==================== design 1
===== src/rtl/cond_logic_if.sv =====
// Decoder-side control bundle for the conditional-execution block.
// The master drives the decoded instruction fields; the slave returns the
// gated write strobes, the condition result and the architectural flags.
interface cond_logic_if;
    logic [3:0] Cond;
    logic [3:0] ALUFlags;
    logic [1:0] FlagW;
    logic       PCS;
    logic       RegW;
    logic       MemW;
    logic       stall;
    logic       PCSrc;
    logic       RegWrite;
    logic       MemWrite;
    logic       CondEx;
    logic [3:0] Flags;

    modport master (
        output Cond, ALUFlags, FlagW, PCS, RegW, MemW, stall,
        input  PCSrc, RegWrite, MemWrite, CondEx, Flags
    );

    modport slave (
        input  Cond, ALUFlags, FlagW, PCS, RegW, MemW, stall,
        output PCSrc, RegWrite, MemWrite, CondEx, Flags
    );
endinterface


===== src/rtl/cond_logic.sv =====
// Conditional-execution unit: evaluates the instruction condition field
// against the registered {N,Z,C,V} flags, gates the decoder write requests,
// and updates the two flag groups (N,Z and C,V) independently.
module cond_logic (
    input  logic         clk,
    input  logic         reset,
    cond_logic_if.slave  bus
);

    logic [3:0] flags_q;
    logic       cond_ex;
    logic       n_f;
    logic       z_f;
    logic       c_f;
    logic       v_f;
    logic       commit;

    assign n_f = flags_q[3];
    assign z_f = flags_q[2];
    assign c_f = flags_q[1];
    assign v_f = flags_q[0];

    // Condition decode uses only the registered flags, so an instruction
    // never observes the flags it is itself producing.
    always_comb begin
        cond_ex = 1'b0;
        case (bus.Cond)
            4'b0000: cond_ex = z_f;
            4'b0001: cond_ex = ~z_f;
            4'b0010: cond_ex = c_f;
            4'b0011: cond_ex = ~c_f;
            4'b0100: cond_ex = n_f;
            4'b0101: cond_ex = ~n_f;
            4'b0110: cond_ex = v_f;
            4'b0111: cond_ex = ~v_f;
            4'b1000: cond_ex = c_f & ~z_f;
            4'b1001: cond_ex = ~c_f | z_f;
            4'b1010: cond_ex = (n_f == v_f);
            4'b1011: cond_ex = (n_f != v_f);
            4'b1100: cond_ex = ~z_f & (n_f == v_f);
            4'b1101: cond_ex = z_f | (n_f != v_f);
            4'b1110: cond_ex = 1'b1;
            default: cond_ex = 1'b0;
        endcase
    end

    // A write of any kind is only allowed when the condition passes and the
    // pipeline is neither stalled nor in reset.
    assign commit       = cond_ex & ~bus.stall & ~reset;

    assign bus.CondEx   = cond_ex;
    assign bus.PCSrc    = bus.PCS  & commit;
    assign bus.RegWrite = bus.RegW & commit;
    assign bus.MemWrite = bus.MemW & commit;
    assign bus.Flags    = flags_q;

    // Flag register: reset clears both groups; otherwise each group loads
    // from the ALU only when its own write-enable bit is set.
    always_ff @(posedge clk) begin
        if (reset) begin
            flags_q <= 4'b0000;
        end else begin
            if (bus.FlagW[1] && commit) begin
                flags_q[3:2] <= bus.ALUFlags[3:2];
            end
            if (bus.FlagW[0] && commit) begin
                flags_q[1:0] <= bus.ALUFlags[1:0];
            end
        end
    end

endmodule


===== src/flat_wrapper.sv =====
// flat-port wrapper written by rule: the top's interface ports become plain ports
module cond_logic_flat 
  (clk, reset, bus_Cond, bus_ALUFlags, bus_FlagW, bus_PCS, bus_RegW, bus_MemW, bus_stall, bus_PCSrc, bus_RegWrite, bus_MemWrite, bus_CondEx, bus_Flags);
  cond_logic_if bus_i ();
  input  logic clk;
  input  logic reset;
  input wire logic [$bits(bus_i.Cond)-1:0] bus_Cond;
  input wire logic [$bits(bus_i.ALUFlags)-1:0] bus_ALUFlags;
  input wire logic [$bits(bus_i.FlagW)-1:0] bus_FlagW;
  input wire logic [$bits(bus_i.PCS)-1:0] bus_PCS;
  input wire logic [$bits(bus_i.RegW)-1:0] bus_RegW;
  input wire logic [$bits(bus_i.MemW)-1:0] bus_MemW;
  input wire logic [$bits(bus_i.stall)-1:0] bus_stall;
  output wire logic [$bits(bus_i.PCSrc)-1:0] bus_PCSrc;
  output wire logic [$bits(bus_i.RegWrite)-1:0] bus_RegWrite;
  output wire logic [$bits(bus_i.MemWrite)-1:0] bus_MemWrite;
  output wire logic [$bits(bus_i.CondEx)-1:0] bus_CondEx;
  output wire logic [$bits(bus_i.Flags)-1:0] bus_Flags;
  assign bus_i.Cond = bus_Cond;
  assign bus_i.ALUFlags = bus_ALUFlags;
  assign bus_i.FlagW = bus_FlagW;
  assign bus_i.PCS = bus_PCS;
  assign bus_i.RegW = bus_RegW;
  assign bus_i.MemW = bus_MemW;
  assign bus_i.stall = bus_stall;
  assign bus_PCSrc = bus_i.PCSrc;
  assign bus_RegWrite = bus_i.RegWrite;
  assign bus_MemWrite = bus_i.MemWrite;
  assign bus_CondEx = bus_i.CondEx;
  assign bus_Flags = bus_i.Flags;
  cond_logic u_core (.clk(clk), .reset(reset), .bus(bus_i));
endmodule

===== config.mk =====
export PLATFORM = sky130hd
export DESIGN_NAME = cond_logic_flat
export DESIGN_NICKNAME = d
export VERILOG_FILES = /design/src/rtl/cond_logic_if.sv /design/src/rtl/cond_logic.sv /design/src/flat_wrapper.sv
export SDC_FILE = /design/constraint.sdc
export NUM_CORES = 1
export LEC_CHECK = 0
export ABC_CLOCK_PERIOD_IN_PS = 4600
export CAP_MARGIN = 20
export CORE_AREA = 2 2 39 41
export DETAILED_ROUTE_END_ITERATION = 10
export DIE_AREA = 0 0 41 43
export HOLD_SLACK_MARGIN = 0.05
export PLACE_DENSITY = 0.7
export SLEW_MARGIN = 15
export SYNTH_ARGS = -nofsm -noshare
export SYNTH_HDL_FRONTEND = slang
export SYNTH_SLANG_ARGS = --single-unit

===== constraint.sdc =====
create_clock -name clk -period 4.6 [get_ports clk]
set_clock_uncertainty 0.05 [all_clocks]
set_input_delay 0.92 -clock clk [delete_from_list [all_inputs] [get_ports clk]]
set_output_delay 0.92 -clock clk [all_outputs]
set_load 0.01 [all_outputs]

==================== design 2
**config.mk**
```make
export PLATFORM = sky130hd
export DESIGN_NAME = ifetch_buffer_flat
export DESIGN_NICKNAME = d
export VERILOG_FILES = /design/src/rtl/ifetch_buffer_if.sv /design/src/rtl/ifetch_buffer.sv /design/src/flat_wrapper.sv
export SDC_FILE = /design/constraint.sdc
export NUM_CORES = 1
export LEC_CHECK = 0
export ABC_AREA = 1
export CELL_PAD_IN_SITES_DETAIL_PLACEMENT = 1
export CELL_PAD_IN_SITES_GLOBAL_PLACEMENT = 1
export CORE_MARGIN = 3
export CORE_UTILIZATION = 47
export CTS_CLUSTER_SIZE = 40
export DETAILED_ROUTE_END_ITERATION = 8
export PLACE_DENSITY_LB_ADDON = 0.1
export SYNTH_ARGS = -nofsm -noshare
export SYNTH_HDL_FRONTEND = slang
export SYNTH_SLANG_ARGS = --single-unit
export TNS_END_PERCENT = 50
```
**constraint.sdc**
```tcl
create_clock -name clk -period 13.5 [get_ports clk]
set_clock_uncertainty 0.1 [all_clocks]
set_input_delay 2.7 -clock clk [delete_from_list [all_inputs] [get_ports clk]]
set_output_delay 2.7 -clock clk [all_outputs]
set_load 0.03 [all_outputs]
```
**src/rtl/ifetch_buffer_if.sv**
```systemverilog
// +----------------------------------------------------------------------------+
// | Module      : ifetch_buffer_if                                             |
// | Description : Fetch-side bundle: imem request/response, redirect, decode.  |
// | Revision    : 1.0 - initial release                                        |
// +----------------------------------------------------------------------------+
`timescale 1ns/1ps
`default_nettype none

interface ifetch_buffer_if;
  logic        redirect;
  logic [31:0] redirect_pc;
  logic        stall;
  logic        imem_req;
  logic [31:0] imem_addr;
  logic [31:0] imem_data;
  logic        imem_valid;
  logic [31:0] inst_out;
  logic [31:0] inst_pc;
  logic        inst_valid;
  logic [3:0]  occupancy;

  modport master (
    input  redirect, redirect_pc, stall, imem_data, imem_valid,
    output imem_req, imem_addr, inst_out, inst_pc, inst_valid, occupancy
  );

  modport slave (
    output redirect, redirect_pc, stall, imem_data, imem_valid,
    input  imem_req, imem_addr, inst_out, inst_pc, inst_valid, occupancy
  );
endinterface

`default_nettype wire

```
**src/rtl/ifetch_buffer.sv**
```systemverilog
// +----------------------------------------------------------------------------+
// | Module      : ifetch_buffer                                                |
// | Description : Sequential instruction fetch with prefetch FIFO and redirect |
// |               flush. Define IFETCH_BYPASS_EN for empty-queue bypass.       |
// | Revision    : 1.0 - initial release                                        |
// +----------------------------------------------------------------------------+
`timescale 1ns/1ps
`default_nettype none

module ifetch_buffer #(
  parameter int          DEPTH   = 4,
  parameter logic [31:0] PC_INIT = 32'h0000_0000
) (
  input  wire logic        clk,
  input  wire logic        reset,
  ifetch_buffer_if.master  bus
);

  localparam int PW = $clog2(DEPTH);
  localparam int CW = PW + 1;

  logic [31:0]   fetch_pc;
  logic          pend;
  logic [31:0]   pend_pc;
  logic          drop;
  logic [31:0]   data_q [DEPTH];
  logic [31:0]   pc_q   [DEPTH];
  logic [PW-1:0] head;
  logic [PW-1:0] tail;
  logic [CW-1:0] count;

  logic          empty;
  logic [CW:0]   inflight;
  logic          req;
  logic          push;
  logic          byp;
  logic          pop;
  logic          head_pop;
  logic          write;
  logic          unused_ok;

  assign unused_ok = &{1'b0, bus.redirect_pc[1:0]};

  assign empty    = (count == '0);
  assign inflight = {1'b0, count} + {{CW{1'b0}}, pend};
  assign req      = !reset && !bus.redirect && (inflight < (CW+1)'(DEPTH));
  assign push     = bus.imem_valid && pend && !drop && !bus.redirect && !reset;

`ifdef IFETCH_BYPASS_EN
  assign byp = push && empty;
`else
  assign byp = 1'b0;
`endif

  assign pop      = bus.inst_valid && !bus.stall && !bus.redirect;
  assign head_pop = pop && !empty;
  // A bypassed entry consumed in the same cycle never occupies a slot.
  assign write    = push && !(byp && pop);

  assign bus.imem_req   = req;
  assign bus.imem_addr  = fetch_pc;
  assign bus.inst_valid = !empty || byp;
  assign bus.inst_out   = !empty ? data_q[head] : (byp ? bus.imem_data : 32'h0);
  assign bus.inst_pc    = !empty ? pc_q[head]   : (byp ? pend_pc       : 32'h0);
  assign bus.occupancy  = 4'(count);

  always_ff @(posedge clk) begin
    if (reset) begin
      fetch_pc <= PC_INIT;
      pend     <= 1'b0;
      pend_pc  <= 32'h0;
      drop     <= 1'b0;
      head     <= '0;
      tail     <= '0;
      count    <= '0;
    end else if (bus.redirect) begin
      fetch_pc <= {bus.redirect_pc[31:2], 2'b00};
      drop     <= pend;
      pend     <= 1'b0;
      head     <= '0;
      tail     <= '0;
      count    <= '0;
    end else begin
      if (req) begin
        fetch_pc <= fetch_pc + 32'd4;
        pend     <= 1'b1;
        pend_pc  <= fetch_pc;
      end else begin
        pend     <= 1'b0;
      end
      // The flushed response is due the cycle after the flush; drop covers only that slot.
      drop  <= 1'b0;
      if (head_pop) head <= head + PW'(1);
      if (write)    tail <= tail + PW'(1);
      count <= count + CW'(write) - CW'(head_pop);
    end
  end

  always_ff @(posedge clk) begin
    if (write) begin
      data_q[tail] <= bus.imem_data;
      pc_q[tail]   <= pend_pc;
    end
  end

endmodule

`default_nettype wire

```
**src/flat_wrapper.sv**
```systemverilog
// flat-port wrapper written by rule: the top's interface ports become plain ports
module ifetch_buffer_flat 
#(
  parameter int          DEPTH   = 4,
  parameter logic [31:0] PC_INIT = 32'h0000_0000
)
  (clk, reset, bus_redirect, bus_redirect_pc, bus_stall, bus_imem_data, bus_imem_valid, bus_imem_req, bus_imem_addr, bus_inst_out, bus_inst_pc, bus_inst_valid, bus_occupancy);
  ifetch_buffer_if bus_i ();
  input  wire logic clk;
  input  wire logic reset;
  input wire logic [$bits(bus_i.redirect)-1:0] bus_redirect;
  input wire logic [$bits(bus_i.redirect_pc)-1:0] bus_redirect_pc;
  input wire logic [$bits(bus_i.stall)-1:0] bus_stall;
  input wire logic [$bits(bus_i.imem_data)-1:0] bus_imem_data;
  input wire logic [$bits(bus_i.imem_valid)-1:0] bus_imem_valid;
  output wire logic [$bits(bus_i.imem_req)-1:0] bus_imem_req;
  output wire logic [$bits(bus_i.imem_addr)-1:0] bus_imem_addr;
  output wire logic [$bits(bus_i.inst_out)-1:0] bus_inst_out;
  output wire logic [$bits(bus_i.inst_pc)-1:0] bus_inst_pc;
  output wire logic [$bits(bus_i.inst_valid)-1:0] bus_inst_valid;
  output wire logic [$bits(bus_i.occupancy)-1:0] bus_occupancy;
  assign bus_i.redirect = bus_redirect;
  assign bus_i.redirect_pc = bus_redirect_pc;
  assign bus_i.stall = bus_stall;
  assign bus_i.imem_data = bus_imem_data;
  assign bus_i.imem_valid = bus_imem_valid;
  assign bus_imem_req = bus_i.imem_req;
  assign bus_imem_addr = bus_i.imem_addr;
  assign bus_inst_out = bus_i.inst_out;
  assign bus_inst_pc = bus_i.inst_pc;
  assign bus_inst_valid = bus_i.inst_valid;
  assign bus_occupancy = bus_i.occupancy;
  ifetch_buffer #(.DEPTH(DEPTH), .PC_INIT(PC_INIT)) u_core (.clk(clk), .reset(reset), .bus(bus_i));
endmodule
```
==================== design 3
## src/rtl/axi_byte_io_master.sv

```systemverilog
// Single-byte DMA master over a 64-bit AXI4-Lite port.
// One start pulse moves one byte between the channel and memory.
module axi_byte_io_master (
    input  logic        aclk,
    input  logic        aresetn,
    output logic        busy,
    input  logic        write,
    input  logic [31:0] addr,
    output logic [7:0]  data_read,
    input  logic [7:0]  data_write,
    input  logic        start,
    output logic        done,
    output logic [31:0] m_axi_araddr,
    output logic        m_axi_arvalid,
    input  logic        m_axi_arready,
    input  logic [63:0] m_axi_rdata,
    input  logic [1:0]  m_axi_rresp,
    input  logic        m_axi_rvalid,
    output logic        m_axi_rready,
    output logic [31:0] m_axi_awaddr,
    output logic        m_axi_awvalid,
    input  logic        m_axi_awready,
    output logic [63:0] m_axi_wdata,
    output logic [7:0]  m_axi_wstrb,
    output logic        m_axi_wvalid,
    input  logic        m_axi_wready,
    input  logic [1:0]  m_axi_bresp,
    input  logic        m_axi_bvalid,
    output logic        m_axi_bready
);

    typedef enum logic [2:0] {
        IDLE,
        RD_ADDR,
        RD_DATA,
        WR_REQ,
        WR_RESP
    } state_t;

    state_t      state_q, state_d;
    logic [31:0] addr_q, addr_d;
    logic [2:0]  lane_q, lane_d;
    logic [63:0] wdata_q, wdata_d;
    logic [7:0]  wstrb_q, wstrb_d;
    logic [7:0]  data_read_q, data_read_d;
    logic        done_q, done_d;
    logic        aw_ok_q, aw_ok_d;
    logic        w_ok_q, w_ok_d;
    logic        aw_hs, w_hs;

    // Responses carry no information this engine acts on.
    logic unused_resp;
    assign unused_resp = ^{m_axi_rresp, m_axi_bresp};

    assign busy          = (state_q != IDLE);
    assign done          = done_q;
    assign data_read     = data_read_q;
    assign m_axi_araddr  = addr_q;
    assign m_axi_awaddr  = addr_q;
    assign m_axi_arvalid = (state_q == RD_ADDR);
    assign m_axi_rready  = (state_q == RD_DATA);
    assign m_axi_awvalid = (state_q == WR_REQ) && !aw_ok_q;
    assign m_axi_wvalid  = (state_q == WR_REQ) && !w_ok_q;
    assign m_axi_bready  = (state_q == WR_RESP);
    assign m_axi_wdata   = wdata_q;
    assign m_axi_wstrb   = wstrb_q;

    assign aw_hs = aw_ok_q || m_axi_awready;
    assign w_hs  = w_ok_q || m_axi_wready;

    // Next-state, capture and completion logic.
    always_comb begin
        state_d     = state_q;
        addr_d      = addr_q;
        lane_d      = lane_q;
        wdata_d     = wdata_q;
        wstrb_d     = wstrb_q;
        data_read_d = data_read_q;
        done_d      = 1'b0;
        aw_ok_d     = aw_ok_q;
        w_ok_d      = w_ok_q;
        unique case (state_q)
            IDLE: begin
                if (start) begin
                    addr_d  = {addr[31:3], 3'b000};
                    lane_d  = addr[2:0];
                    aw_ok_d = 1'b0;
                    w_ok_d  = 1'b0;
                    if (write) begin
                        wdata_d = {8{data_write}};
                        wstrb_d = 8'b1 << addr[2:0];
                        state_d = WR_REQ;
                    end else begin
                        state_d = RD_ADDR;
                    end
                end
            end
            RD_ADDR: begin
                if (m_axi_arready) state_d = RD_DATA;
            end
            RD_DATA: begin
                if (m_axi_rvalid) begin
                    data_read_d = m_axi_rdata[{lane_q, 3'b000} +: 8];
                    done_d      = 1'b1;
                    state_d     = IDLE;
                end
            end
            WR_REQ: begin
                aw_ok_d = aw_hs;
                w_ok_d  = w_hs;
                if (aw_hs && w_hs) state_d = WR_RESP;
            end
            WR_RESP: begin
                if (m_axi_bvalid) begin
                    done_d  = 1'b1;
                    state_d = IDLE;
                end
            end
            default: state_d = IDLE;
        endcase
    end

    // State and datapath registers.
    always_ff @(posedge aclk) begin
        if (!aresetn) begin
            state_q     <= IDLE;
            addr_q      <= '0;
            lane_q      <= '0;
            wdata_q     <= '0;
            wstrb_q     <= '0;
            data_read_q <= '0;
            done_q      <= 1'b0;
            aw_ok_q     <= 1'b0;
            w_ok_q      <= 1'b0;
        end else begin
            state_q     <= state_d;
            addr_q      <= addr_d;
            lane_q      <= lane_d;
            wdata_q     <= wdata_d;
            wstrb_q     <= wstrb_d;
            data_read_q <= data_read_d;
            done_q      <= done_d;
            aw_ok_q     <= aw_ok_d;
            w_ok_q      <= w_ok_d;
        end
    end

endmodule

```

## config.mk

```make
export PLATFORM = sky130hd
export DESIGN_NAME = axi_byte_io_master
export DESIGN_NICKNAME = d
export VERILOG_FILES = /design/src/rtl/axi_byte_io_master.sv
export SDC_FILE = /design/constraint.sdc
export NUM_CORES = 1
export LEC_CHECK = 0
export ABC_AREA = 1
export CAP_MARGIN = 20
export CORE_AREA = 2 2 126 128
export DETAILED_ROUTE_END_ITERATION = 8
export DIE_AREA = 0 0 128 130
export HOLD_SLACK_MARGIN = 0.12
export PLACE_DENSITY = 0.6
export SLEW_MARGIN = 0
export SYNTH_ARGS = -nofsm -noshare
export SYNTH_HDL_FRONTEND = slang
export SYNTH_SLANG_ARGS = --single-unit
export TNS_END_PERCENT = 5
```

## constraint.sdc

```tcl
create_clock -name aclk -period 3.59 [get_ports aclk]
set_input_delay 0.359 -clock aclk [delete_from_list [all_inputs] [get_ports aclk]]
set_output_delay 0.359 -clock aclk [all_outputs]
set_load 0.01 [all_outputs]
```

==================== design 4
$ cat src/rtl/keypad_scan_ctrl.sv
// keypad_scan_ctrl
//   Row-scan sequencer for a 4x4 keypad behind the kb_db debounce datapath.
//   Walks an active-low row strobe. When a debounced key matches the current
//   row and exactly one column, it captures that key and decodes it to a
//   4-bit keycode, then waits for a release before it resumes scanning.
//   Keycodes are queued in a small show-ahead FIFO that has a valid/ready head.
//
// Optional feature (compile-time macro KEYPAD_REPEAT_EN):
//   While a key stays held in HOLD, the captured code is pushed again after
//   REPEAT_DELAY cycles and then every REPEAT_CYC cycles. If the macro is
//   undefined, the repeat timer and its parameters do not exist.
//
// Ports
//   clk_i          system clock
//   rst_ni         asynchronous active-low reset
//   scan_en_i      1 = rows advance, 0 = current row frozen
//   kb_valid_i     debounced key present
//   kb_row_i[3:0]  debounced row pattern, active-low
//   kb_col_i[3:0]  debounced column pattern, active-low
//   row_scan_o     registered row strobe, exactly one bit low
//   key_valid_o    FIFO head valid
//   key_code_o     FIFO head keycode (0 when empty)
//   key_ready_i    consumer pops the head when key_valid_o & key_ready_i
//   fifo_count_o   number of buffered events
//   overflow_o     sticky: an event was dropped because the FIFO was full
//   overflow_clr_i clears overflow_o (a drop in the same cycle wins)
//   busy_o         1 whenever the sequencer is not in SCAN
module keypad_scan_ctrl #(
  parameter int ROW_DWELL    = 131080,
  parameter int RELEASE_CYC  = 1024,
  parameter int DEPTH        = 4
`ifdef KEYPAD_REPEAT_EN
  ,
  parameter int REPEAT_DELAY = 1 << 22,
  parameter int REPEAT_CYC   = 1 << 20
`endif
) (
  input  logic                       clk_i,
  input  logic                       rst_ni,
  input  logic                       scan_en_i,
  input  logic                       kb_valid_i,
  input  logic [3:0]                 kb_row_i,
  input  logic [3:0]                 kb_col_i,
  output logic [3:0]                 row_scan_o,
  output logic                       key_valid_o,
  output logic [3:0]                 key_code_o,
  input  logic                       key_ready_i,
  output logic [$clog2(DEPTH):0]     fifo_count_o,
  output logic                       overflow_o,
  input  logic                       overflow_clr_i,
  output logic                       busy_o
);

  localparam int AW  = $clog2(DEPTH);
  localparam int CW  = AW + 1;
  localparam int DWW = $clog2(ROW_DWELL + 1);
  localparam int RWW = $clog2(RELEASE_CYC + 1);

  localparam logic [DWW-1:0] DWELL_LAST = DWW'(ROW_DWELL - 1);
  localparam logic [RWW-1:0] REL_LAST   = RWW'(RELEASE_CYC - 1);
  localparam logic [CW-1:0]  FULL_CNT   = CW'(DEPTH);

  typedef enum logic [1:0] {S_SCAN, S_CAPTURE, S_HOLD} state_e;

  // Active-low one-cold strobe for row index r.
  function automatic logic [3:0] row_strobe(input logic [1:0] r);
    return ~(4'b0001 << r);
  endfunction

  // Keypad legend: r0: 1 2 3 A | r1: 4 5 6 B | r2: 7 8 9 C | r3: *(E) 0 #(F) D
  function automatic logic [3:0] decode(input logic [1:0] r, input logic [1:0] c);
    logic [3:0] k;
    case ({r, c})
      4'h0: k = 4'h1;  4'h1: k = 4'h2;  4'h2: k = 4'h3;  4'h3: k = 4'hA;
      4'h4: k = 4'h4;  4'h5: k = 4'h5;  4'h6: k = 4'h6;  4'h7: k = 4'hB;
      4'h8: k = 4'h7;  4'h9: k = 4'h8;  4'hA: k = 4'h9;  4'hB: k = 4'hC;
      4'hC: k = 4'hE;  4'hD: k = 4'h0;  4'hE: k = 4'hF;  default: k = 4'hD;
    endcase
    return k;
  endfunction

  // ---------------------------------------------------------------------------
  // Sequencer state
  // ---------------------------------------------------------------------------
  state_e         state_q;
  logic [1:0]     row_idx_q;
  logic [3:0]     row_scan_q;
  logic [DWW-1:0] dwell_q;
  logic [RWW-1:0] rel_q;
  logic [1:0]     col_q;
  logic [3:0]     code_q;
  logic           busy_q;

  // Column decode: only a single low column is a usable key.
  logic       col_one;
  logic [1:0] col_idx;
  always_comb begin
    col_one = 1'b0;
    col_idx = 2'd0;
    case (kb_col_i)
      4'b1110: begin col_one = 1'b1; col_idx = 2'd0; end
      4'b1101: begin col_one = 1'b1; col_idx = 2'd1; end
      4'b1011: begin col_one = 1'b1; col_idx = 2'd2; end
      4'b0111: begin col_one = 1'b1; col_idx = 2'd3; end
      default: ;
    endcase
  end

  // The key must belong to the row that is being strobed. Otherwise it is a
  // ghost from a previous row or a multi-key chord.
  logic key_hit;
  assign key_hit = kb_valid_i && (kb_row_i == row_scan_q) && col_one;

  logic [3:0] cap_code;
  assign cap_code = decode(row_idx_q, col_q);

  always_ff @(posedge clk_i or negedge rst_ni) begin
    if (!rst_ni) begin
      state_q    <= S_SCAN;
      row_idx_q  <= 2'd0;
      row_scan_q <= 4'b1110;
      dwell_q    <= '0;
      rel_q      <= '0;
      col_q      <= 2'd0;
      code_q     <= 4'd0;
      busy_q     <= 1'b0;
    end else begin
      case (state_q)
        S_SCAN: begin
          if (key_hit) begin
            col_q   <= col_idx;
            state_q <= S_CAPTURE;
            busy_q  <= 1'b1;
          end else if (scan_en_i && !kb_valid_i) begin
            // Any kb_valid (even a rejected pattern) parks the row so that
            // kb_db is not disturbed while it resolves.
            if (dwell_q == DWELL_LAST) begin
              dwell_q    <= '0;
              row_idx_q  <= row_idx_q + 2'd1;
              row_scan_q <= row_strobe(row_idx_q + 2'd1);
            end else begin
              dwell_q <= dwell_q + 1'b1;
            end
          end
        end
        S_CAPTURE: begin
          code_q  <= cap_code;
          rel_q   <= '0;
          state_q <= S_HOLD;
        end
        S_HOLD: begin
          if (kb_valid_i) begin
            rel_q <= '0;
          end else if (rel_q == REL_LAST) begin
            // The release is complete. Move off the pressed row so that the
            // next scan does not re-read a bouncing key.
            rel_q      <= '0;
            dwell_q    <= '0;
            row_idx_q  <= row_idx_q + 2'd1;
            row_scan_q <= row_strobe(row_idx_q + 2'd1);
            state_q    <= S_SCAN;
            busy_q     <= 1'b0;
          end else begin
            rel_q <= rel_q + 1'b1;
          end
        end
        default: begin
          state_q <= S_SCAN;
          busy_q  <= 1'b0;
        end
      endcase
    end
  end

  // ---------------------------------------------------------------------------
  // Auto-repeat
  // ---------------------------------------------------------------------------
  logic rep_fire;

`ifdef KEYPAD_REPEAT_EN
  localparam int RMAX = (REPEAT_DELAY > REPEAT_CYC) ? REPEAT_DELAY : REPEAT_CYC;
  localparam int RPW  = $clog2(RMAX + 1);
  localparam logic [RPW-1:0] REP_FIRST_LAST = RPW'(REPEAT_DELAY - 1);
  localparam logic [RPW-1:0] REP_NEXT_LAST  = RPW'(REPEAT_CYC - 1);

  logic [RPW-1:0] rep_q;
  logic           rep_first_q;   // still waiting for the first (longer) repeat

  assign rep_fire = (state_q == S_HOLD) && kb_valid_i &&
                    (rep_q == (rep_first_q ? REP_FIRST_LAST : REP_NEXT_LAST));

  always_ff @(posedge clk_i or negedge rst_ni) begin
    if (!rst_ni) begin
      rep_q       <= '0;
      rep_first_q <= 1'b1;
    end else if (state_q != S_HOLD || !kb_valid_i) begin
      // A single release cycle restarts the whole repeat schedule.
      rep_q       <= '0;
      rep_first_q <= 1'b1;
    end else if (rep_fire) begin
      rep_q       <= '0;
      rep_first_q <= 1'b0;
    end else begin
      rep_q <= rep_q + 1'b1;
    end
  end
`else
  assign rep_fire = 1'b0;
`endif

  // ---------------------------------------------------------------------------
  // Event FIFO (show-ahead)
  // ---------------------------------------------------------------------------
  logic [3:0]    mem_q [DEPTH];
  logic [AW-1:0] wr_q, rd_q;
  logic [CW-1:0] cnt_q, cnt_d;
  logic          ovf_q, ovf_d;

  logic       empty, full, push, pop, wr_en, drop;
  logic [3:0] push_data;

  assign empty     = (cnt_q == '0);
  assign full      = (cnt_q == FULL_CNT);
  assign pop       = !empty && key_ready_i;
  assign push      = (state_q == S_CAPTURE) || rep_fire;
  assign push_data = (state_q == S_CAPTURE) ? cap_code : code_q;
  // A pop in the same cycle frees the slot, so a full FIFO still accepts.
  assign wr_en     = push && (!full || pop);
  assign drop      = push && full && !pop;

  always_comb begin
    cnt_d = cnt_q;
    case ({wr_en, pop})
      2'b10:   cnt_d = cnt_q + 1'b1;
      2'b01:   cnt_d = cnt_q - 1'b1;
      default: ;
    endcase
    ovf_d = ovf_q;
    if (drop)                ovf_d = 1'b1;
    else if (overflow_clr_i) ovf_d = 1'b0;
  end

  always_ff @(posedge clk_i) begin
    if (wr_en) mem_q[wr_q] <= push_data;
  end

  always_ff @(posedge clk_i or negedge rst_ni) begin
    if (!rst_ni) begin
      wr_q  <= '0;
      rd_q  <= '0;
      cnt_q <= '0;
      ovf_q <= 1'b0;
    end else begin
      if (wr_en) wr_q <= wr_q + 1'b1;
      if (pop)   rd_q <= rd_q + 1'b1;
      cnt_q <= cnt_d;
      ovf_q <= ovf_d;
    end
  end

  assign row_scan_o   = row_scan_q;
  assign busy_o       = busy_q;
  assign key_valid_o  = !empty;
  assign key_code_o   = empty ? 4'd0 : mem_q[rd_q];
  assign fifo_count_o = cnt_q;
  assign overflow_o   = ovf_q;

endmodule

$ cat config.mk
export PLATFORM = sky130hd
export DESIGN_NAME = keypad_scan_ctrl
export DESIGN_NICKNAME = d
export VERILOG_FILES = /design/src/rtl/keypad_scan_ctrl.sv
export SDC_FILE = /design/constraint.sdc
export NUM_CORES = 1
export LEC_CHECK = 0
export CORE_MARGIN = 2
export CORE_UTILIZATION = 45
export CTS_BUF_LIST = sky130_fd_sc_hd__clkbuf_16
export DETAILED_ROUTE_END_ITERATION = 8
export PLACE_DENSITY_LB_ADDON = 0.05
export SLEW_MARGIN = 5
export SYNTH_ARGS = -nofsm -noshare
export SYNTH_HDL_FRONTEND = slang
export SYNTH_SLANG_ARGS = --single-unit
$ cat constraint.sdc
create_clock -name clk_i -period 3.5 [get_ports clk_i]
set_input_delay 0.35 -clock clk_i [delete_from_list [all_inputs] [get_ports clk_i]]
set_output_delay 0.35 -clock clk_i [all_outputs]
set_load 0.01 [all_outputs]
design_1/placed.png
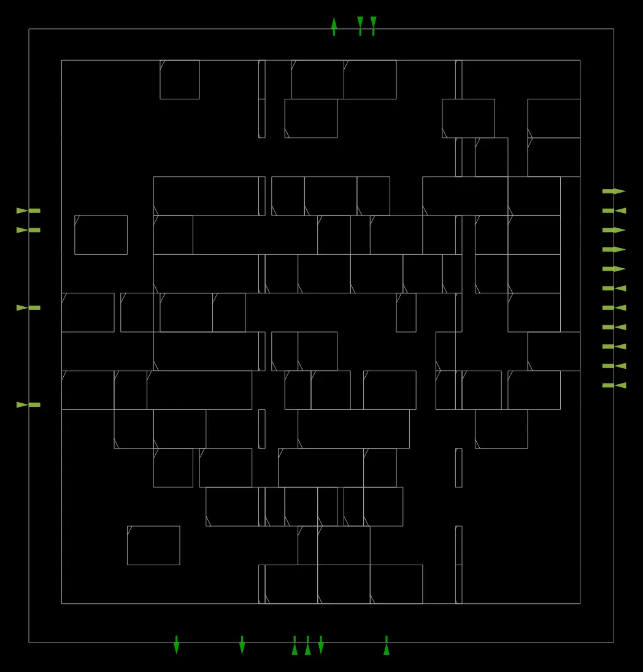
Core Util, Final: 46.02%
Cell Rows: 14
core area: 1384 sq um

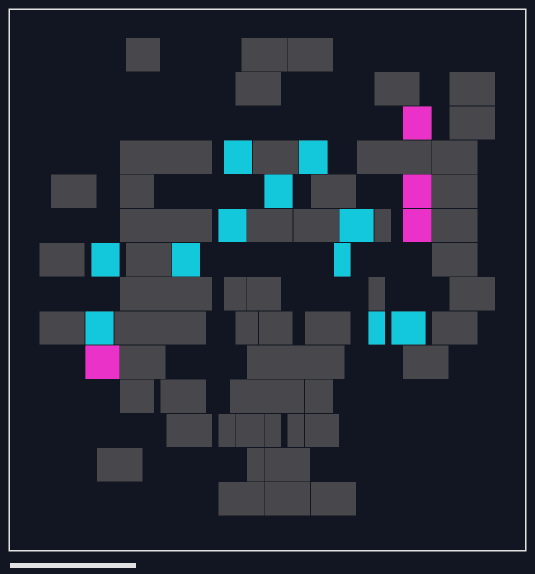
design_1/gates.png
Bar = 10 microns.
[cyan] nand cells | cells: 11 | most used: nand2b_1
[magenta] and/or cells | cells: 4 | most used: and3_1

==> Changelog: implementation, design 1 <==
### Physical design

* Setup ws final at about 530 ps
* RSZ-0062 raised after global routing: no
* Seq. pwr at ~0.04 mW
* First-pass GRT wire length at ~1300 microns
* Seq. cell area at about 80 sq um
* Async SR Flop Fraction at 0%
* Synth flops at 4
* Aoi share at approximately a fifth
* Max-capacitance violation count at 0
* Rel. slew slack at between 70% and 80%
* Syn-to-layout area delta at 74.91%
* Combinational power share at 35.7%
* Number of flip-flops in the largest register at 4
* #MultiIn Comb at 35
* Logic power comb at between 0.04 and 0.05 mW
* Synth mux share at 16.49%
* Post-CTS Hold Buffers at 0
* Clock buf/inv share at under 10%
* Bufs w/o clock at 23
* Mean Syn Cell Area at between 8 and 9 sq um
* Initial DRC count at 1
* Delay-heaviest family, CP: buffers and inverters
* Worst-margin pin slew at roughly 370 ps
* Crit path cell chain: clkdlybuf4s50_1, inv_2, o41ai_2, a21oi_1, o31ai_4, xor2_2, and3_1, clkdlybuf4s50_1
* Critical path data required time at 3630 ps
* Status: completed
* Ys cells at 42
* CTS resizes at 0
* Synth Seq Share at between 20 and 25%
* Hold depth at 2
* Layout cell share with drive strength beyond 1 at ~10%
* Routed vias at 383
* DR DRC count at 0
* Die Wd at between 40 and 50 microns
* Inverters at 3
* Post-Syn Nets at approximately 58
* Top cells by count, synth: 7 x nand2b_1, 6 x mux2i_1, 4 x dfxtp_1
* Wire length on met2 at 416 microns
* Critical Path Source: bus_Cond[3]
* Fillers at approximately 140
* Gp weighted congestion at 0.7648
* Worst hold slack at 466.9 ps
* WP depth at 8
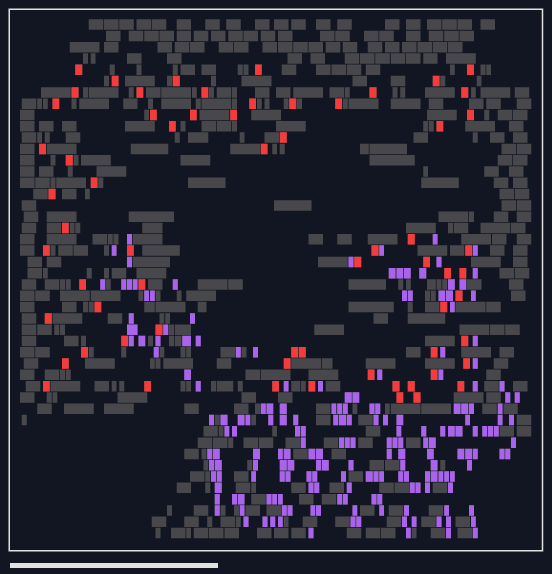
design_3/gates.png
Bar = 50 microns.
[red] aoi and oai cells | cells: 64 | most used: o21ai_0
[purple] nand cells | cells: 194 | most used: nand2_1

==> Changelog: implementation, design 3 <==
### Physical design

* Placed Instance Area at 5761 sq um
* Most used routing layer: met2
* Status: completed
* #MultiIn Comb at around 360
* Comb area share at around a quarter
* Mean Syn Cell Area at roughly 6.6 sq um
* Async SR Flop Fraction at 0%
* TritonCTS clock tree: done
* Floorplan core density at approximately 24%
* Pwr Density at about 650 nW/um^2
* Post-DP HPWL at 8934 microns
* Cycle use final at around 62%
* CP max-delay cell: clkdlybuf4s50_1
* Type of origin of the critical path: register
* Metal3 WL at roughly 740 microns
* Simple share at 31.56%
* Die Wd at roughly 130 microns
* Worst r2r src: lane_q[1]
* Post-CTS Hold Buffers at 0
* Gp weighted congestion at between 0.8 and 0.9
* Clock net power at about 1.0 mW
* Flop pwr share at between 20% and 30%
* Ports at 268
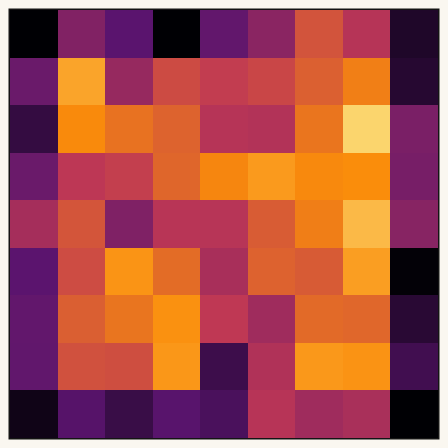
design_4/util_map.png
9 x 9 tiles, from black (low) to pale yellow (high), 0 to 100% covered.
fullest tile: 91%
tiles over 75% full: 14%
mean over tiles: 47%
core area: 8093 sq um
floorplan core density: 45.90%

==> Changelog: implementation, design 4 <==
### Physical design

* Worst Path Arrival at between 2000 and 3000 ps
* Tool Warnings at 39
* Fillers at roughly 740
* Delay-heaviest family, CP: simple AND/OR/NAND/NOR gates
* Setup violators final at 0
* Routed vias at between 2000 and 3000
* Synth flops at 68
* Cycle use final at between 70 and 80%
* Leakage at between 1.5 and 2 nW
* Int Power at roughly 2.1 mW
* Tap cell count at between 100 and 150
* Setup Skew at between 4 and 5 ps
* Status: completed
* Wl on met1 at 3436 microns
* WP depth at 7
* Clock share of power at 28.0%
* Logic area at 1784 sq um
* First-pass GRT wire length at roughly 12000 microns
* Met3 Resource Use GR at under 10%
* Syn-to-layout area delta at 18.09%
* CP max-delay cell: nor2_1
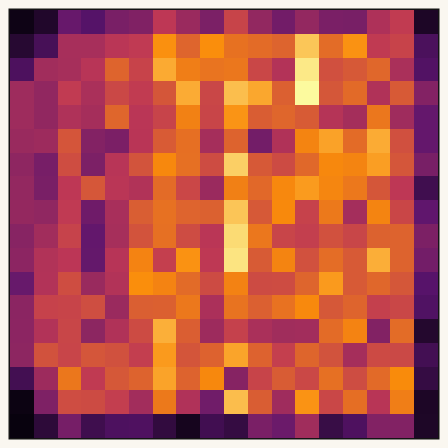
design_2/util_map.png
18 x 18 tiles, from black (low) to pale yellow (high), 0 to 100% covered.
fullest tile: 99%
tiles over 75% full: 9.0%
densest ninth of the die: centre
floorplan core density: 47.98%
core area: 28010 sq um

==> Changelog: implementation, design 2 <==
### Physical design

* Most frequent cell after synthesis: nor2_1
* Fa+ha+maj area frac at less than 1%
* Peak VDD IR at 0.07308 mV
* Int Power at 1.654 mW
* Comb area share at 24.25%
* CP peak stage delay at approximately 770 ps
* Tool Warnings at 31
* Aoi share at between 10% and 20%
* Type of origin of the critical path: primary input
* Status: completed
* Top cells by count, synth: 319 x nor2_1, 248 x edfxtp_1, 152 x nand2_1
* DR vias/cell at roughly 5.3
* Syn-to-layout area delta at 22.18%
* Num CTS Buffers at 35
* Most flops, register: u_core.data_q
* Post-synth top area cell: edfxtp_1
* Initial antenna violation count at 0
* Gp weighted congestion at 0.7854
* CLK BUF at about 46
* Cell count after placement at between 1500 and 2000
* Max-slew violations at 0
* Synth flops at 319
* Mean Syn Cell Area at 10.24 sq um
* Seq. cell area at roughly 9000 sq um
* Area of the die at about 31000 sq um
* Vias in the first global route at 10490
* Pwr Density at between 100 and 150 nW/um^2
* Port bufs at 163
* Worst r2r src: u_core.count[1]
* Dominant cell area share at a little under three fifths

==================== design 5
design_5/util_map.png
10 x 10 tiles, from black (low) to pale yellow (high), 0 to 100% covered.
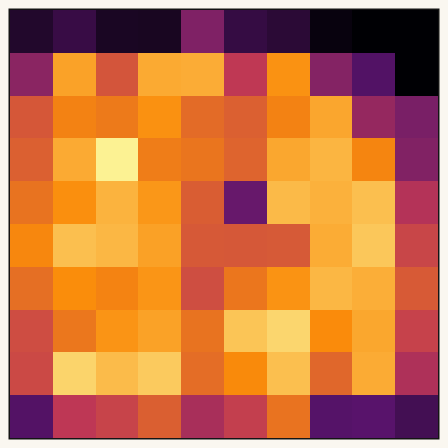

===== src/rtl/mfu_dot_seq.sv =====
// Dot-product job sequencer for one multi-precision fused multiply unit.
// Streams operand pairs into the mFU and sums its signed products into a wide accumulator.
module mfu_dot_seq #(
  parameter int unsigned ACC_W = 32,
  parameter int unsigned LEN_W = 16
) (
  input  logic             clk,
  input  logic             nrst,
  input  logic             cfg_valid,
  output logic             cfg_ready,
  input  logic [1:0]       cfg_mode,
  input  logic [LEN_W-1:0] cfg_len,
  output logic             cfg_err,
  input  logic             op_valid,
  output logic             op_ready,
  input  logic [7:0]       op_a,
  input  logic [7:0]       op_b,
  output logic [7:0]       mfu_a,
  output logic [7:0]       mfu_b,
  output logic [1:0]       mfu_mode,
  input  logic [15:0]      mfu_p,
  output logic             res_valid,
  input  logic             res_ready,
  output logic [ACC_W-1:0] res_data,
  output logic             busy
);

  typedef enum logic [1:0] {StIdle, StRun, StDrain, StDone} state_e;

  localparam logic [1:0] ModeNoop = 2'b11;

  state_e             state_q, state_d;
  logic [1:0]         mode_q, mode_d;
  logic [LEN_W-1:0]   remaining_q, remaining_d;
  logic [ACC_W-1:0]   acc_q, acc_d;
  logic               pv_q;
  logic [7:0]         mfu_a_q, mfu_a_d;
  logic [7:0]         mfu_b_q, mfu_b_d;
  logic [1:0]         mfu_mode_q, mfu_mode_d;
  logic               cfg_err_q, cfg_err_d;
  logic               res_valid_q, res_valid_d;
  logic               busy_q, busy_d;
  logic               fire;
  logic               cfg_fire;
  logic [ACC_W-1:0]   p_ext;

  assign cfg_ready = (state_q == StIdle);
  assign op_ready  = (state_q == StRun);
  assign fire      = op_valid & op_ready;
  assign cfg_fire  = cfg_valid & cfg_ready;
  assign p_ext     = ACC_W'($signed(mfu_p));

  always_comb begin
    state_d     = state_q;
    mode_d      = mode_q;
    remaining_d = remaining_q;
    acc_d       = acc_q;
    mfu_a_d     = mfu_a_q;
    mfu_b_d     = mfu_b_q;

    // pv marks that mfu_a/mfu_b hold a freshly accepted pair, so bubbles add nothing.
    if (pv_q) begin
      acc_d = acc_q + p_ext;
    end

    unique case (state_q)
      StIdle: begin
        if (cfg_valid && (cfg_mode != ModeNoop)) begin
          mode_d = cfg_mode;
          acc_d  = '0;
          if (cfg_len == '0) begin
            state_d = StDone;
          end else begin
            remaining_d = cfg_len;
            state_d     = StRun;
          end
        end
      end
      StRun: begin
        if (fire) begin
          mfu_a_d     = op_a;
          mfu_b_d     = op_b;
          remaining_d = remaining_q - LEN_W'(1);
          if (remaining_q == LEN_W'(1)) begin
            state_d = StDrain;
          end
        end
      end
      StDrain: state_d = StDone;
      StDone: begin
        if (res_ready) begin
          state_d = StIdle;
        end
      end
      default: state_d = StIdle;
    endcase

    // Registered outputs follow the next state; the mFU idles on NOOP outside a job.
    mfu_mode_d  = ((state_d == StRun) || (state_d == StDrain)) ? mode_d : ModeNoop;
    res_valid_d = (state_d == StDone);
    busy_d      = (state_d != StIdle);
    cfg_err_d   = cfg_fire && (cfg_mode == ModeNoop);
  end

  always_ff @(posedge clk) begin
    if (!nrst) begin
      state_q     <= StIdle;
      mode_q      <= 2'b00;
      remaining_q <= '0;
      acc_q       <= '0;
      pv_q        <= 1'b0;
      mfu_a_q     <= '0;
      mfu_b_q     <= '0;
      mfu_mode_q  <= ModeNoop;
      cfg_err_q   <= 1'b0;
      res_valid_q <= 1'b0;
      busy_q      <= 1'b0;
    end else begin
      state_q     <= state_d;
      mode_q      <= mode_d;
      remaining_q <= remaining_d;
      acc_q       <= acc_d;
      pv_q        <= fire;
      mfu_a_q     <= mfu_a_d;
      mfu_b_q     <= mfu_b_d;
      mfu_mode_q  <= mfu_mode_d;
      cfg_err_q   <= cfg_err_d;
      res_valid_q <= res_valid_d;
      busy_q      <= busy_d;
    end
  end

  assign mfu_a     = mfu_a_q;
  assign mfu_b     = mfu_b_q;
  assign mfu_mode  = mfu_mode_q;
  assign cfg_err   = cfg_err_q;
  assign res_valid = res_valid_q;
  assign res_data  = acc_q;
  assign busy      = busy_q;

endmodule


===== config.mk =====
export PLATFORM = sky130hd
export DESIGN_NAME = mfu_dot_seq
export DESIGN_NICKNAME = d
export VERILOG_FILES = /design/src/rtl/mfu_dot_seq.sv
export SDC_FILE = /design/constraint.sdc
export NUM_CORES = 1
export LEC_CHECK = 0
export CORE_MARGIN = 1.5
export CORE_UTILIZATION = 51
export CTS_CLUSTER_SIZE = 24
export DETAILED_ROUTE_END_ITERATION = 7
export GPL_ROUTABILITY_DRIVEN = 1
export HOLD_SLACK_MARGIN = 0.08
export PLACE_DENSITY = 0.92
export SYNTH_ARGS = -nofsm -noshare
export SYNTH_HDL_FRONTEND = slang
export SYNTH_SLANG_ARGS = --single-unit

===== constraint.sdc =====
create_clock -name clk -period 3.6 [get_ports clk]
set_clock_uncertainty 0.05 [all_clocks]
set_input_delay 0.72 -clock clk [delete_from_list [all_inputs] [get_ports clk]]
set_output_delay 0.72 -clock clk [all_outputs]
set_load 0.02 [all_outputs]

==================== design 6
### src/rtl/mp_add_seq.sv
// Multi-precision add/subtract sequencer driving one shared WIDTH-bit adder slice.
// Walks slices LSB first and injects inter-slice carries with an extra +1 pass.
module mp_add_seq #(
  parameter int WIDTH  = 8,
  parameter int NSLICE = 4
) (
  input  logic                      clk,
  input  logic                      rst,
  input  logic                      start,
  input  logic                      sub,
  input  logic [WIDTH*NSLICE-1:0]   a,
  input  logic [WIDTH*NSLICE-1:0]   b,
  output logic [WIDTH-1:0]          add_x,
  output logic [WIDTH-1:0]          add_h,
  input  logic [WIDTH-1:0]          add_sum,
  input  logic                      add_cout,
  output logic                      busy,
  output logic                      done,
  output logic [WIDTH*NSLICE-1:0]   result,
  output logic                      cout,
  output logic                      ovf
);

  localparam int N  = WIDTH * NSLICE;
  localparam int IW = (NSLICE > 1) ? $clog2(NSLICE) : 1;
  localparam logic [IW-1:0] LAST = IW'(NSLICE - 1);

  typedef enum logic [1:0] {IDLE, SUM, INC, DONE} state_t;

  state_t          state, state_d;
  logic [N-1:0]    a_r, b_r, acc, acc_d;
  logic [IW-1:0]   idx, idx_d;
  logic            carry, carry_d;
  logic            c1, c1_d;
  logic            fin;

  assign busy = (state == SUM) || (state == INC);
  assign done = (state == DONE);

  // NOTE: every always_comb output gets a default first so no path leaves it unassigned (no latch).
  always_comb begin
    state_d = state;
    add_x   = '0;
    add_h   = '0;
    acc_d   = acc;
    idx_d   = idx;
    carry_d = carry;
    c1_d    = c1;
    fin     = 1'b0;
    case (state)
      IDLE: if (start) state_d = SUM;
      SUM: begin
        add_x = a_r[idx*WIDTH +: WIDTH];
        add_h = b_r[idx*WIDTH +: WIDTH];
        acc_d[idx*WIDTH +: WIDTH] = add_sum;
        c1_d = add_cout;
        if (carry) begin
          state_d = INC;
        end else begin
          carry_d = add_cout;
          if (idx == LAST) begin
            state_d = DONE;
            fin     = 1'b1;
          end else begin
            idx_d = idx + IW'(1);
          end
        end
      end
      INC: begin
        // Second pass adds the pending carry-in to the partial written by SUM.
        add_x = acc[idx*WIDTH +: WIDTH];
        add_h = WIDTH'(1);
        acc_d[idx*WIDTH +: WIDTH] = add_sum;
        carry_d = c1 | add_cout;
        if (idx == LAST) begin
          state_d = DONE;
          fin     = 1'b1;
        end else begin
          idx_d   = idx + IW'(1);
          state_d = SUM;
        end
      end
      DONE: state_d = IDLE;
      default: state_d = IDLE;
    endcase
  end

  // NOTE: sequential state uses non-blocking assignments so all registers update from pre-edge values.
  always_ff @(posedge clk or posedge rst) begin
    if (rst) begin
      state <= IDLE;
    end else begin
      state <= state_d;
    end
  end

  // NOTE: operand and partial registers are reset too, so a reset mid-operation leaves nothing stale.
  always_ff @(posedge clk or posedge rst) begin
    if (rst) begin
      a_r    <= '0;
      b_r    <= '0;
      acc    <= '0;
      idx    <= '0;
      carry  <= 1'b0;
      c1     <= 1'b0;
      result <= '0;
      cout   <= 1'b0;
      ovf    <= 1'b0;
    end else if (state == IDLE && start) begin
      a_r   <= a;
      b_r   <= sub ? ~b : b;
      acc   <= '0;
      idx   <= '0;
      carry <= sub;
      c1    <= 1'b0;
    end else begin
      acc   <= acc_d;
      idx   <= idx_d;
      carry <= carry_d;
      c1    <= c1_d;
      // Visible results change only as the operation completes, so they are valid with done.
      if (fin) begin
        result <= acc_d;
        cout   <= carry_d;
        ovf    <= (a_r[N-1] == b_r[N-1]) & (acc_d[N-1] != a_r[N-1]);
      end
    end
  end

endmodule

### config.mk
export PLATFORM = sky130hd
export DESIGN_NAME = mp_add_seq
export DESIGN_NICKNAME = d
export VERILOG_FILES = /design/src/rtl/mp_add_seq.sv
export SDC_FILE = /design/constraint.sdc
export NUM_CORES = 1
export LEC_CHECK = 0
export ABC_AREA = 1
export CAP_MARGIN = 20
export CORE_ASPECT_RATIO = 1.1
export CORE_MARGIN = 3
export CORE_UTILIZATION = 30
export CTS_BUF_LIST = sky130_fd_sc_hd__clkbuf_16
export DETAILED_ROUTE_END_ITERATION = 8
export GPL_ROUTABILITY_DRIVEN = 0
export HOLD_SLACK_MARGIN = 0.08
export PLACE_DENSITY_LB_ADDON = 0.12
export SLEW_MARGIN = 20
export SYNTH_ARGS = -nofsm -noshare
export SYNTH_HDL_FRONTEND = slang
export SYNTH_SLANG_ARGS = --single-unit
### constraint.sdc
create_clock -name clk -period 4.27 [get_ports clk]
set_clock_uncertainty 0.1 [all_clocks]
set_input_delay 0.854 -clock clk [delete_from_list [all_inputs] [get_ports clk]]
set_output_delay 0.854 -clock clk [all_outputs]
set_load 0.02 [all_outputs]
design_6/gates.png
Bar = 50 microns.
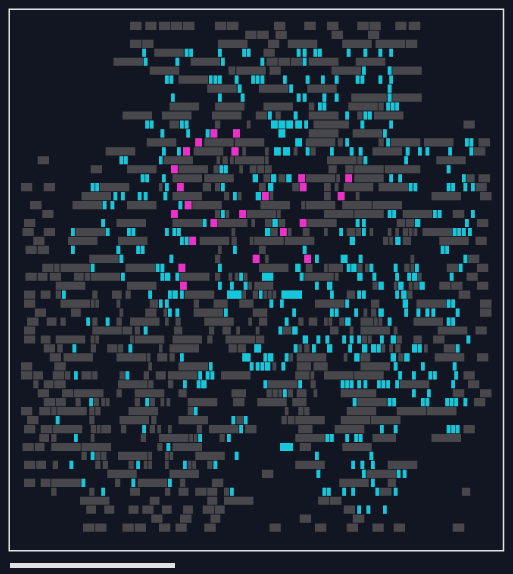
[magenta] and/or cells | cells: 23 | most used: and2_1
[cyan] nand cells | cells: 381 | most used: nand2_1

==> Changelog: implementation, design 6 <==
### Physical design

* Pwr Density at 726.7 nW/um^2
* CP max-delay cell: clkdlybuf4s50_1
* Fraction of area in registers at between 30% and 40%
* Final non-filler cell area at ~8900 sq um
* Fin cells at 1269
* Number of post-CTS setup repair buffers at 0
* Tool Warnings at 34
* Max-slew violations at 0
* DR vias/cell at roughly 4.6
* GRT Util Overall at ~17%
* Yosys chip area at between 6000 and 7000 sq um
* Setup ws final at 299.3 ps
* Status: completed
* Routing usage on met1 at 24.33%
* CP Capture Point: add_x[0]
* Dominant flop cell: dfrtp_1
* Port bufs at 128
* First-pass GRT wire length at 32810 microns
* Rel. slew slack at between 30% and 40%
* Total Neg Setup Slack at 0 ps
* Cell Rows at between 50 and 60
* Cell area after synthesis at ~7000 sq um
* Power, Total at approximately 6.5 mW
* NonClk Buf Share at about 15%
* Distinct lib cells used at 30
* Flip-flops with a built-in enable at 0
* Root buf cell: clkbuf_16
* CTS max path bufs at 2
* Main logic family: simple AND/OR/NAND/NOR gates
* Num CTS Buffers at 17
* Antenna viol nets, final at 0
* Max frequency at 0.2518 GHz
* Synth Seq Share at about half
* Max power group: combinational cells
* Leakage at ~4.2 nW
* Flop pwr share at between 30% and 40%
* Post-Syn Nets at roughly 940
* Async SR Flop Fraction at 100.0%
* Late-Pin Clk Latency at between 400 and 500 ps
* Xor/xnor share at under 10%
* CLK BUF at 17
* Clock buf/inv share at under 10%
* Met3 Resource Use GR at 3.532%
* Reg-to-reg slack, setup at roughly 1400 ps
* WP buf/inv at 3
* Worst hold slack at between 300 and 400 ps
* Final hold violation count at 0
* Die Wd at 149.6 microns
* Fa+ha+maj area frac at under 10%
* Cycle use final at 92.99%
* Worst-margin pin slew at 919.6 ps
* Final wirelength at 20980 microns
* Fillers at between 2000 and 2500
* Synth mux share at 0%
* Crit path capture type: primary output
* Placed Instance Area at 8279 sq um
* Int Power at approximately 3.8 mW
* Dominant class by area: flip-flops and latches
* Worst Path Arrival at roughly 3000 ps
* R2r endpoint: cout
* Tap cell count at just under 300
* Seq. cell area at roughly 3400 sq um
* Metal3 WL at between 900 and 1000 microns
* Core Util, Final at 40.15%
* Area of the die at approximately 25000 sq um
* Die extent in y at 164.0 microns
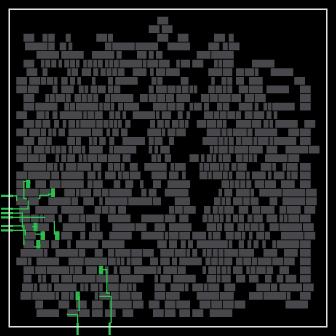
design_5/port_trees.png
[green] op_b | bits: 8 | direction: input | end cells: 8 | buffers: 8 | wire: 109 microns
port bufs: 109
Ports: 110

About design_5/util_map.png:
fullest tile: 97%
tiles over 75% full: 36%
mean over tiles: 60%
emptiest ninth of the die: north-east
nearly empty tiles: 3.0%
Core Util, Final: 67.03%
floorplan core density: 52.32%

==> Changelog: implementation, design 5 <==
### Physical design

* Antenna viol nets, final at 0
* Fraction of area in registers at approximately 24%
* First-pass GRT wire length at ~22000 microns
* Mean Syn Cell Area at approximately 8 sq um
* Met2 usage at 47.25%
* Max-capacitance violation count at 0
* Peak VDD IR at 0.3387 mV
* Crit path cell chain: clkdlybuf4s50_1, ha_1, fa_1, a211o_2, a21oi_1, o21ai_1, a31o_2, nand4_1, a41o_1, xnor2_1, mux2i_1, nor2_1
* Simple share at between 10% and 20%
* Bufs w/o clock at between 100 and 150
* Min-delay src: mfu_a[0]
* Wire length on met2 at 6469 microns
* Status: completed
* Most instantiated logic cells after routing: 109 x clkdlybuf4s50_1, 73 x dfxtp_1, 71 x nand2_1
* Int Power at around 1.3 mW
* Fin cells at 816
* H-tree Lvls at 3
* Seq. cell area at between 1000 and 1500 sq um
* Inverters at 15
* Dominant flop cell: dfxtp_1
* Most used routing layer: met2
* Critical Path Source: mfu_p[0]
* CLK BUF at 9
* Global route overflow at 0
* Xor/xnor share at around 5.1%
* Pre-antenna DRT Iters at 5
* RSZ-0062 raised after global routing: no
* Post-DP HPWL at just under 10000 microns
* Worst hold slack at about 420 ps
* CTS max path bufs at 2
* Largest net degree at the start of global routing at ~43
* Logic power comb at 0.503 mW
* Vias in the first global route at between 4000 and 5000
* Combinational power share at between 20% and 30%
* Delay-heaviest family, CP: AND-OR/OR-AND gates
* #MultiIn Comb at a little under 500
* Min-Delay Endpoint: mfu_a[0]
* Fillers at 757
* Initial antenna violation count at 0
* Most frequent logic cell in the layout: clkdlybuf4s50_1
* Flip-flops with a built-in enable at 0
* Reg2reg path depth at 10
* Power, Total at between 1.5 and 2 mW
* CTS resizes at 0
* Num CTS Buffers at 9
* Core area at a little over 9000 sq um
* Seq cells at 74
* Final non-filler cell area at approximately 6100 sq um
* Worst-margin pin slew at 836.3 ps
* Die extent in y at ~100 microns
* Cell area after synthesis at between 4000 and 5000 sq um
* Clock buf/inv share at between 2 and 3%
* Flop pwr share at ~45%
* Max-slew violations at 0
* Top cells by area, synth: dfxtp_1 31%, ha_1 9.1%, nand2_1 5.6%, mux2i_1 5.4%, a21oi_1 5.2%
* DR DRC count at 0
* Main logic family: AND-OR/OR-AND gates
* Max power group: sequential cells
* DR vias/cell at approximately 6
* Metal3 WL at ~940 microns
* Post-synth top area cell: dfxtp_1
* Placement Setup Slack at between 30 and 40 ps
* Aoi share at between 20% and 30%
* Synth Seq Share at slightly above 30%
* Yosys chip area at about 4800 sq um
* Layout cell share with drive strength beyond 1 at under 10%
* Wl on met1 at 5349 microns
* Syn-to-layout area delta at 28.12%
* Area of the die at around 10000 sq um


==> notes/layouts.md <==
Pictures saved along the way, in no particular order.

Cell outlines without signal wires.
panel A
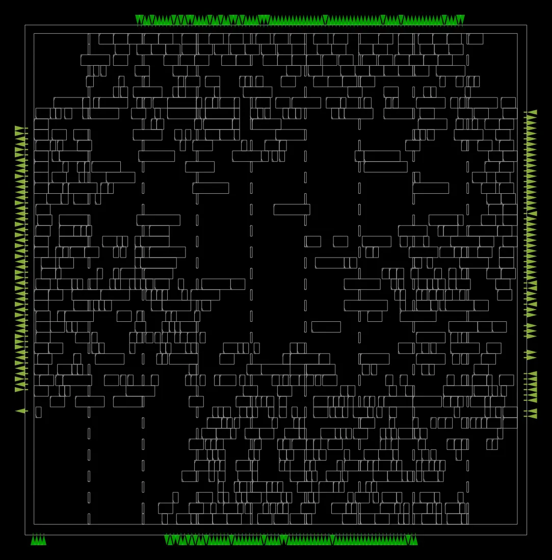
panel B
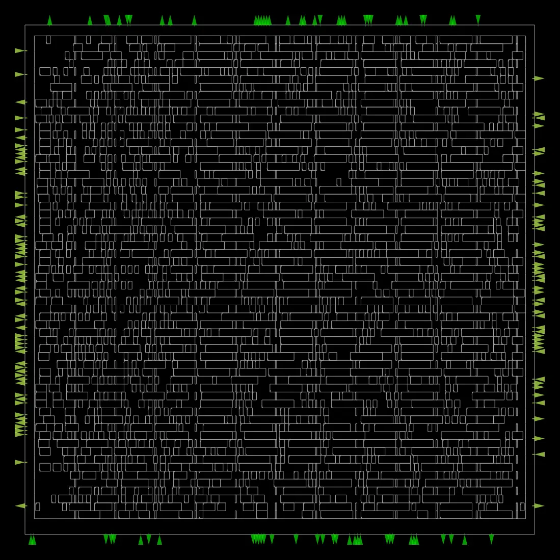
panel C
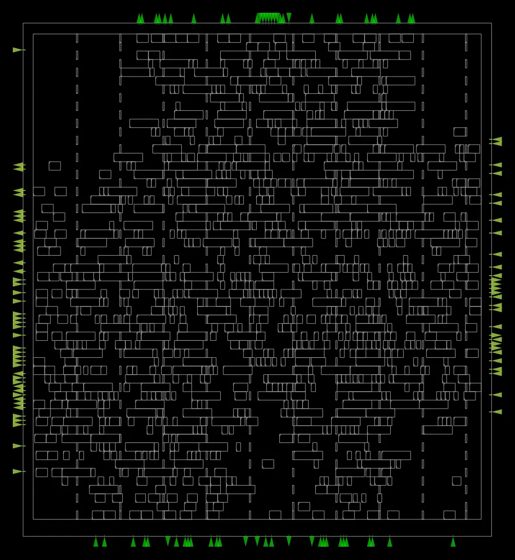
panel D
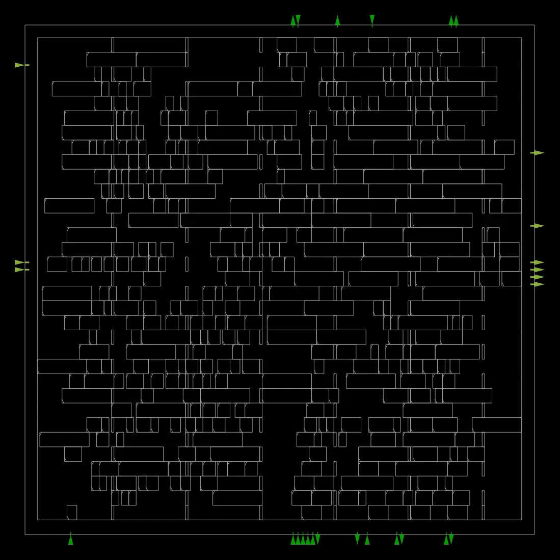
panel E
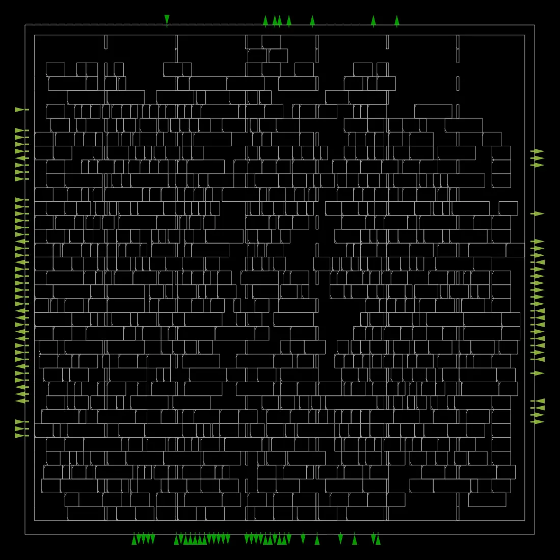
- most sequential cells: panel B
| from | picture |
|---|---|
| design 2 | panel B |
| design 4 | panel D |
| design 5 | panel E |
| design 3 | panel A |
| design 6 | panel C |

Power figures rest on the tool's default switching activity, not on a simulated workload.
